=== design 1 ===
[src/rtl/mem_req_sink.sv]
// mem_req_sink: memory-side endpoint for the two-lane request master.
// Requests are queued in a small FIFO and then serviced one at a time.
// Each request waits a fixed number of cycles before it executes against
// an internal 64-bit word memory. A read returns both lanes with a
// single-cycle rvalid strobe.

module mem_req_sink #(
    parameter int MEM_WORDS   = 16,
    parameter int FIFO_DEPTH  = 4,
    parameter int SERVICE_LAT = 2,
    parameter int VALID_W     = 3
) (
    input  logic               clk,
    input  logic               reset,
    input  logic [31:0]        addr [1:0],
    input  logic [VALID_W-1:0] valid,
    input  logic [63:0]        data1,
    input  logic [63:0]        data2,
    input  logic               wen,
    input  logic               ren,
    output logic               ready,
    output logic [63:0]        rdata1,
    output logic [63:0]        rdata2,
    output logic               rvalid,
    output logic               err
);

    localparam int IDX_W = $clog2(MEM_WORDS);
    localparam int PTR_W = $clog2(FIFO_DEPTH);
    localparam int CNT_W = PTR_W + 1;
    localparam logic [CNT_W-1:0] DEPTH_C  = CNT_W'(FIFO_DEPTH);
    localparam logic [3:0]       LAT_LOAD = (SERVICE_LAT == 0) ? 4'd0 : 4'(SERVICE_LAT - 1);

    // Only the word part of each address (addr[31:3]) is queued; the byte
    // offset bits never affect the memory access.
    typedef struct packed {
        logic        op;
        logic [1:0]  lanes;
        logic [28:0] word0;
        logic [28:0] word1;
        logic [63:0] d1;
        logic [63:0] d2;
    } entry_t;

    typedef enum logic [1:0] {
        S_IDLE,
        S_WAIT,
        S_EXEC
    } state_t;

    entry_t            fifo_mem [FIFO_DEPTH];
    entry_t            incoming;
    entry_t            head;
    logic [PTR_W-1:0]  wr_ptr;
    logic [PTR_W-1:0]  rd_ptr;
    logic [CNT_W-1:0]  count;
    logic [CNT_W-1:0]  count_next;
    logic              push;
    logic              pop;
    logic              proto_err;

    state_t            state;
    state_t            state_next;
    logic [3:0]        wait_cnt;
    logic [3:0]        wait_cnt_next;

    logic [63:0]       mem [MEM_WORDS];
    logic [IDX_W-1:0]  idx0;
    logic [IDX_W-1:0]  idx1;
    logic              hit0;
    logic              hit1;
    logic              oor_err;
    logic              unused_bits;

    assign unused_bits = ^{addr[0][2:0], addr[1][2:0], valid};

    assign proto_err  = wen && ren;
    assign push       = (wen ^ ren) && ready;
    assign pop        = (state == S_EXEC);
    assign count_next = count + CNT_W'(push) - CNT_W'(pop);
    assign incoming   = {wen, valid[1:0], addr[0][31:3], addr[1][31:3], data1, data2};
    assign head       = fifo_mem[rd_ptr];

    // A lane is executed only when it is enabled and no address bit sits
    // above the word-index field.
    assign idx0    = head.word0[IDX_W-1:0];
    assign idx1    = head.word1[IDX_W-1:0];
    assign hit0    = head.lanes[0] && (head.word0[28:IDX_W] == '0);
    assign hit1    = head.lanes[1] && (head.word1[28:IDX_W] == '0);
    assign oor_err = pop && ((head.lanes[0] && !hit0) || (head.lanes[1] && !hit1));

    // Request FIFO payload storage; contents are don't-care while empty.
    always_ff @(posedge clk) begin
        if (push) begin
            fifo_mem[wr_ptr] <= incoming;
        end
    end

    // FIFO pointers, occupancy and registered ready; a pop in the same
    // cycle as a full FIFO does not open a slot until the next cycle.
    always_ff @(posedge clk or negedge reset) begin
        if (!reset) begin
            wr_ptr <= '0;
            rd_ptr <= '0;
            count  <= '0;
            ready  <= 1'b0;
        end else begin
            if (push) begin
                wr_ptr <= wr_ptr + PTR_W'(1);
            end
            if (pop) begin
                rd_ptr <= rd_ptr + PTR_W'(1);
            end
            count <= count_next;
            ready <= (count_next < DEPTH_C);
        end
    end

    // Service FSM state and latency counter registers.
    always_ff @(posedge clk or negedge reset) begin
        if (!reset) begin
            state    <= S_IDLE;
            wait_cnt <= 4'd0;
        end else begin
            state    <= state_next;
            wait_cnt <= wait_cnt_next;
        end
    end

    // Next-state logic: every request passes through IDLE, then waits the
    // service latency, then spends one cycle in EXEC where it is popped.
    always_comb begin
        state_next    = state;
        wait_cnt_next = wait_cnt;
        case (state)
            S_IDLE: begin
                if (count != '0) begin
                    if (SERVICE_LAT == 0) begin
                        state_next = S_EXEC;
                    end else begin
                        state_next    = S_WAIT;
                        wait_cnt_next = LAT_LOAD;
                    end
                end
            end
            S_WAIT: begin
                if (wait_cnt == 4'd0) begin
                    state_next = S_EXEC;
                end else begin
                    wait_cnt_next = wait_cnt - 4'd1;
                end
            end
            S_EXEC: begin
                state_next = S_IDLE;
            end
            default: begin
                state_next = S_IDLE;
            end
        endcase
    end

    // Word memory; lane1 is written last, so it wins a same-word collision.
    always_ff @(posedge clk or negedge reset) begin
        if (!reset) begin
            for (int i = 0; i < MEM_WORDS; i++) begin
                mem[i] <= '0;
            end
        end else if (pop && head.op) begin
            if (hit0) begin
                mem[idx0] <= head.d1;
            end
            if (hit1) begin
                mem[idx1] <= head.d2;
            end
        end
    end

    // Read response and error strobes; read data holds until the next read.
    always_ff @(posedge clk or negedge reset) begin
        if (!reset) begin
            rdata1 <= '0;
            rdata2 <= '0;
            rvalid <= 1'b0;
            err    <= 1'b0;
        end else begin
            rvalid <= pop && !head.op;
            err    <= proto_err || oor_err;
            if (pop && !head.op) begin
                rdata1 <= hit0 ? mem[idx0] : 64'd0;
                rdata2 <= hit1 ? mem[idx1] : 64'd0;
            end
        end
    end

endmodule

[config.mk]
export PLATFORM = sky130hd
export DESIGN_NAME = mem_req_sink
export DESIGN_NICKNAME = d
export VERILOG_FILES = /design/src/rtl/mem_req_sink.sv
export SDC_FILE = /design/constraint.sdc
export NUM_CORES = 2
export LEC_CHECK = 0
export CORE_MARGIN = 2
export CORE_UTILIZATION = 35
export DETAILED_ROUTE_END_ITERATION = 8
export SYNTH_ARGS = -nofsm -noshare
export SYNTH_HDL_FRONTEND = slang
export SYNTH_SLANG_ARGS = --single-unit
[constraint.sdc]
create_clock -name clk -period 5.2 [get_ports clk]
set_input_delay 1.56 -clock clk [delete_from_list [all_inputs] [get_ports clk]]
set_output_delay 1.56 -clock clk [all_outputs]
set_load 0.03 [all_outputs]
Design 1, nets reached from selected ports:
The bar under the picture is 200 um long.
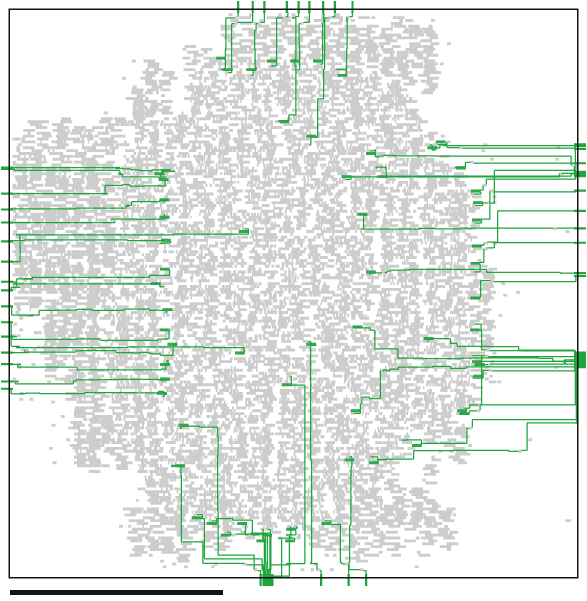
| colour | port | bits | direction | end cells | buffers | wire |
|---|---|---|---|---|---|---|
| green | rdata1 | 64 | output | 64 | 64 | 9430 um |

==> Slide: Implementation Results <==
Run Summary

Timing
  – Fmax: 0.216 GHz
  – Slew Limit Fails: 0

Final layout
  – Fill cell count: 26214

Clock tree
  – Cts hold-fix bufs: 0
  – CTS buffer count: 203

Yosys
  – XOR/XNOR Area Share: 0.0625%

Detailed routing
  – DR vias: 84591
  – WL per Instance: 33.9 um

Pwr
  – Maximum VDD drop: 0.000449 V
  – Clk pwr share: 32.9%

Setup path
  – Largest fanout on the critical path: 41
  – Crit path DRT: 5.98 ns
  – Reg2Reg Capture Point: mem[988]

Min path
  – HP Start: rdata1[62]

Outcome
  – Outcome: completed
-- per-layer routing --
metal,GRT usage [%],vias up,wire (um)
met5,0.200,-,478
met4,18.6,54,33600
met3,12.0,2222,65900
met2,41.9,7524,179000
met1,36.6,41754,151000
li1,-,33037,-
-- registers in the layout (all words and copies together) (netlist names) --
register / cells
mem: 1024
rvalid: 1
err: 1
fifo_mem: 756
ready: 1
wait_cnt: 4
rdata2: 64
rd_ptr: 2
state: 2
count: 3
wr_ptr: 2
rdata1: 64
-- final cells by class --
cell class	instances	share of cell area (%)
Antenna cell	22	0.0486
Clock buffer	268	4.90
Clock inverter	108	1.02
Inverter	135	0.448
Multi-Input combinational cell	5881	37.7
Sequential cell	1924	45.9
Tap cell	3724	4.12
Timing Repair Buffer	628	5.84
-- worst max-delay path: cells and delay by family (launching register included) --
family	cells	cell delay (ns)
buffers and inverters	2	0.81
AND/OR/NAND/NOR	4	1.24
AND-OR/OR-AND	1	0.41
flip-flops	1	0.88
multiplexers	2	1.03
-- metrics by stage --
stage          cell area, um2  setup slack (ns)
2_1_floorplan           98100             0.551
6_report               113000             0.573
4_1_cts                113000             0.723
3_3_place_gp           106000             0.783
3_5_place_dp           106000             0.745
5_1_grt                113000             0.453

=== design 2 ===
**src/rtl/sonar_responder.sv**
```systemverilog
// Ultrasonic ranging sensor emulator: answers a trig pulse with an echo
// pulse whose width encodes the configured target distance.
module sonar_responder #(
    parameter int CLK_PER_US  = 100,
    parameter int MIN_TRIG_US = 10,
    parameter int BURST_US    = 200,
    parameter int US_PER_CM   = 58,
    parameter int MAX_CM      = 400,
    parameter int TIMEOUT_US  = 38000,
    parameter int HOLDOFF_US  = 10000
) (
    input  logic       clk,
    input  logic       reset,
    input  logic       enable,
    input  logic       trig,
    input  logic [8:0] distance_cm,
    output logic       echo,
    output logic       busy,
    output logic       trig_err,
    output logic [2:0] o_state
);

    localparam logic [2:0] S_IDLE    = 3'd0;
    localparam logic [2:0] S_TRIG_HI = 3'd1;
    localparam logic [2:0] S_BURST   = 3'd2;
    localparam logic [2:0] S_ECHO    = 3'd3;
    localparam logic [2:0] S_HOLDOFF = 3'd4;

    localparam int CW   = (CLK_PER_US > 1) ? $clog2(CLK_PER_US) : 1;
    localparam int HMAX = MIN_TRIG_US * CLK_PER_US;
    localparam int HW   = (HMAX > 1) ? $clog2(HMAX + 1) : 1;

    localparam logic [CW-1:0] CYC_LAST   = CW'(CLK_PER_US - 1);
    localparam logic [HW-1:0] HI_MIN     = HW'(HMAX);
    localparam logic [15:0]   BURST_LAST = 16'(BURST_US - 1);
    localparam logic [15:0]   HOLD_LAST  = 16'(HOLDOFF_US - 1);
    localparam logic [15:0]   CM_US      = 16'(US_PER_CM);
    localparam logic [15:0]   TO_US      = 16'(TIMEOUT_US);
    localparam logic [8:0]    MAX_D      = 9'(MAX_CM);

    logic          trig_m;
    logic          trig_s;
    logic          trig_d;
    logic [1:0]    fill;
    logic          armed;
    logic          rise;
    logic [2:0]    state;
    logic [2:0]    state_nx;
    logic          err_nx;
    logic          latch;
    logic [CW-1:0] cyc;
    logic [15:0]   us_cnt;
    logic [HW-1:0] hi_cnt;
    logic [8:0]    dist_q;
    logic [15:0]   echo_len;
    logic [15:0]   limit;
    logic          tick;
    logic          done;

    // Synchronize trig; arm edge detection only once trig_s has been seen
    // low after reset, so a trig held high through reset release is ignored.
    always_ff @(posedge clk or posedge reset) begin
        if (reset) begin
            trig_m <= 1'b0;
            trig_s <= 1'b0;
            trig_d <= 1'b0;
            fill   <= 2'b00;
            armed  <= 1'b0;
        end else begin
            trig_m <= trig;
            trig_s <= trig_m;
            trig_d <= trig_s;
            if (fill != 2'b11)
                fill <= {fill[0], 1'b1};
            if (fill == 2'b11 && !trig_s)
                armed <= 1'b1;
        end
    end

    assign rise    = armed & trig_s & ~trig_d;
    assign busy    = (state != S_IDLE);
    assign o_state = state;

    // Echo length in us from the latched distance, plus the active timer limit.
    always_comb begin
        echo_len = TO_US;
        if (dist_q == 9'd0)
            echo_len = CM_US;
        else if (dist_q <= MAX_D)
            echo_len = 16'(dist_q) * CM_US;
        limit = 16'd0;
        case (state)
            S_BURST:   limit = BURST_LAST;
            S_ECHO:    limit = echo_len - 16'd1;
            S_HOLDOFF: limit = HOLD_LAST;
            default:   limit = 16'd0;
        endcase
    end

    assign tick = (cyc == CYC_LAST);
    assign done = tick && (us_cnt == limit);

    // Next-state logic; unused codes fall back to IDLE.
    always_comb begin
        state_nx = state;
        err_nx   = 1'b0;
        latch    = 1'b0;
        case (state)
            S_IDLE: begin
                if (rise && enable)
                    state_nx = S_TRIG_HI;
            end
            S_TRIG_HI: begin
                if (!trig_s) begin
                    if (hi_cnt >= HI_MIN) begin
                        state_nx = S_BURST;
                        latch    = 1'b1;
                    end else begin
                        state_nx = S_IDLE;
                        err_nx   = 1'b1;
                    end
                end
            end
            S_BURST: begin
                if (done)
                    state_nx = S_ECHO;
            end
            S_ECHO: begin
                if (done)
                    state_nx = S_HOLDOFF;
            end
            S_HOLDOFF: begin
                if (done)
                    state_nx = S_IDLE;
            end
            default: state_nx = S_IDLE;
        endcase
    end

    // State, registered outputs and latched distance.
    always_ff @(posedge clk or posedge reset) begin
        if (reset) begin
            state    <= S_IDLE;
            trig_err <= 1'b0;
            echo     <= 1'b0;
            dist_q   <= 9'd0;
        end else begin
            state    <= state_nx;
            trig_err <= err_nx;
            echo     <= (state == S_ECHO);
            if (latch)
                dist_q <= distance_cm;
        end
    end

    // Cycle and us timers, cleared on every state entry and while idle.
    always_ff @(posedge clk or posedge reset) begin
        if (reset) begin
            cyc    <= '0;
            us_cnt <= 16'd0;
        end else if (state_nx != state || state == S_IDLE) begin
            cyc    <= '0;
            us_cnt <= 16'd0;
        end else if (tick) begin
            cyc    <= '0;
            us_cnt <= us_cnt + 16'd1;
        end else begin
            cyc    <= cyc + CW'(1);
        end
    end

    // Trig-high width, counting the rising-edge cycle, saturating at minimum.
    always_ff @(posedge clk or posedge reset) begin
        if (reset)
            hi_cnt <= '0;
        else if (state == S_IDLE)
            hi_cnt <= HW'(1);
        else if (state == S_TRIG_HI && trig_s && hi_cnt < HI_MIN)
            hi_cnt <= hi_cnt + HW'(1);
    end

endmodule

```
**config.mk**
```make
export PLATFORM = sky130hd
export DESIGN_NAME = sonar_responder
export DESIGN_NICKNAME = d
export VERILOG_FILES = /design/src/rtl/sonar_responder.sv
export SDC_FILE = /design/constraint.sdc
export NUM_CORES = 1
export LEC_CHECK = 0
export CAP_MARGIN = 0
export CORE_MARGIN = 5
export CORE_UTILIZATION = 30
export DETAILED_ROUTE_END_ITERATION = 12
export PLACE_DENSITY = 0.52
export RECOVER_POWER = 100
export SLEW_MARGIN = 25
export SYNTH_ARGS = -nofsm -noshare
export SYNTH_HDL_FRONTEND = slang
export SYNTH_SLANG_ARGS = --single-unit
```
**constraint.sdc**
```tcl
create_clock -name clk -period 7.9 [get_ports clk]
set_input_delay 1.58 -clock clk [delete_from_list [all_inputs] [get_ports clk]]
set_output_delay 1.58 -clock clk [all_outputs]
set_load 0.01 [all_outputs]
```
Design 2, M2 wires:
The bar under the picture is 50 um long.
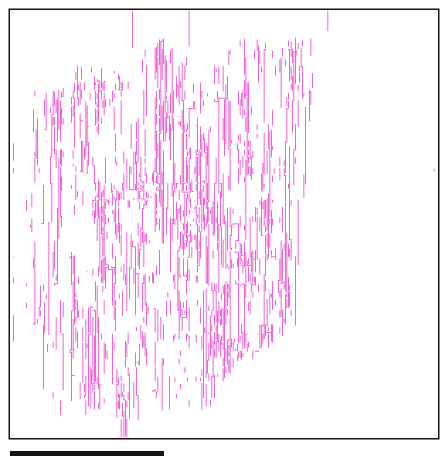
wire length on this layer: 5540 um
longest straight run: 37.6 um
main direction: vertical
share of all routed wire: 45%

==> Slide: Implementation Results <==
Run Summary

Outcome
  – Failing checks: max-capacitance violations, max-slew violations
  – Outcome: finished with violations

Job
  – Number of max-cap violations: 1

Yosys
  – Synth cell count leaders: dfrtp_1, nand2_1, ha_1
  – Synth area leader: dfrtp_1
  – EDFF count, synth: 0
  – Mean Syn Cell Area: 8.86 um2
  – Flops after synth: 53
  – Post-Synthesis Cells: 564

Detailed routing
  – 1st-iter DRT viols: 169
  – Post-route DRC: 0
  – DR vias: 4120

Pwr
  – P per Cell Area: 103 nW/um2
  – Sw frac: 21.6%
  – Clk pwr share: 46.2%
  – Total power draw: 564 uW
  – Psw: 122 uW
  – Sequential group power: 278 uW

Clock tree
  – Cts hold-fix bufs: 0
  – Latency at later pin: 0.30 ns
  – Setup bufs post-CTS: 0

Min path
  – Hold Path Class: register to register

Setup path
  – Worst-path cell chain: inv_1 > fa_1 > inv_1 > ha_1 > fa_1 > ha_1 > a21o_2 > a2111oi_0 > a2111oi_1 > nor3_1 > a41o_1 > mux2_1 > a32oi_1 > nand4_1 > o311ai_4 > buf_6 > a211oi_1
  – Reg-to-Reg Start: dist_q[6]
  – WS Path Type: register to register
  – CP Data Arrival Time: 6.37 ns

Final layout
  – Post-route insts no fill: 786
  – Top reg by flops: us_cnt
  – Design Area, Final: 5500 um2

Timing
  – RSZ-0062 raised after global routing: no
  – Worst Tran Pin Value: 2.84 ns
  – Final worst path period share: 78.8%
  – Slew Limit Fails: 54

Place
  – HPWL Detailed: 9390 um
  – I/O Buffers: 18

Global route
  – First-pass GRT wire length: 21100 um
kinds of logic after synthesis:
group	synth area share (%)
compound gates	21.1
xor+xnor	6.96
fa+ha+maj	15.7
buf+inv	5.46
flops	26.6
mux	2.45
other cells	0.0751
simple gates	21.7
metal layers:
metal	part of all wire, %	GRT usage, %	wire length [um]	vias to the layer above
li1	-	-	-	2039
met1	48	18.1	5920	1969
met2	45	20.5	5540	93
met3	4.5	2.55	557	19
met4	2.0	4.12	248	0
met5	0	0	0	-
cell type report:
cell class / instances / share of cell area, %
multi-input cells: 446 / 61.2
flip-flops and latches: 53 / 24.1
well taps: 220 / 5.01
repair buffers: 24 / 4.03
clock buffers: 6 / 2.53
inverters: 35 / 2.39
clock inverters: 2 / 0.683
how the worst min path moves through the flow:
stage,startpoint,end,slack (ns),depth (start not counted)
floorplan,trig_m,trig_s,0.33,0
global placement,trig_m,trig_s,0.34,0
detailed placement,trig_m,trig_s,0.33,0
CTS,trig_m,trig_s,0.35,0
global route,trig_m,trig_s,0.39,0
finish,trig_m,trig_s,0.35,0


==> notes/layouts.md <==
Pictures saved along the way, in no particular order.

Register map, names as in the netlist.
Other sequential cells in the stronger grey, the rest of the logic in the fainter grey.
Plate I
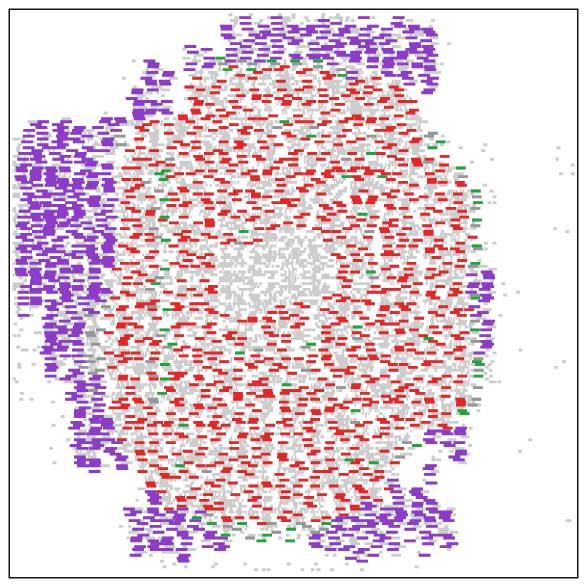
Plate II
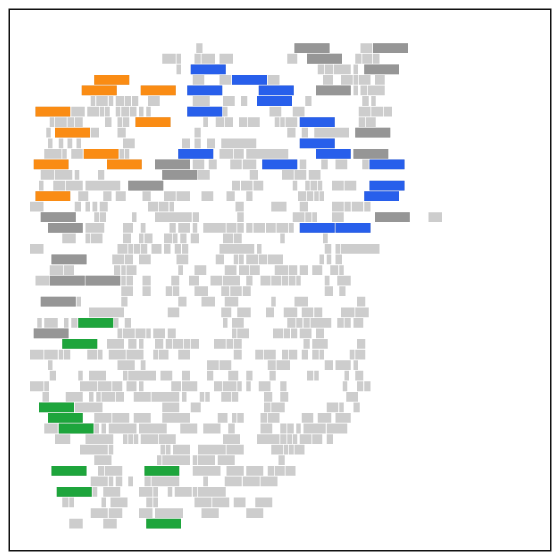
- most cells: Plate I
- most sequential cells: Plate I
Plate II: design 2
Plate I: design 1

Key to Plate II:
| colour | netlist name | placed flops | where |
|---|---|---|---|
| green | dist_q | 9 | lower left |
| orange | hi_cnt | 10 | upper left |
| blue | us_cnt | 16 | top centre |
not coloured: 18

Power is estimated from default activity; no workload was simulated.
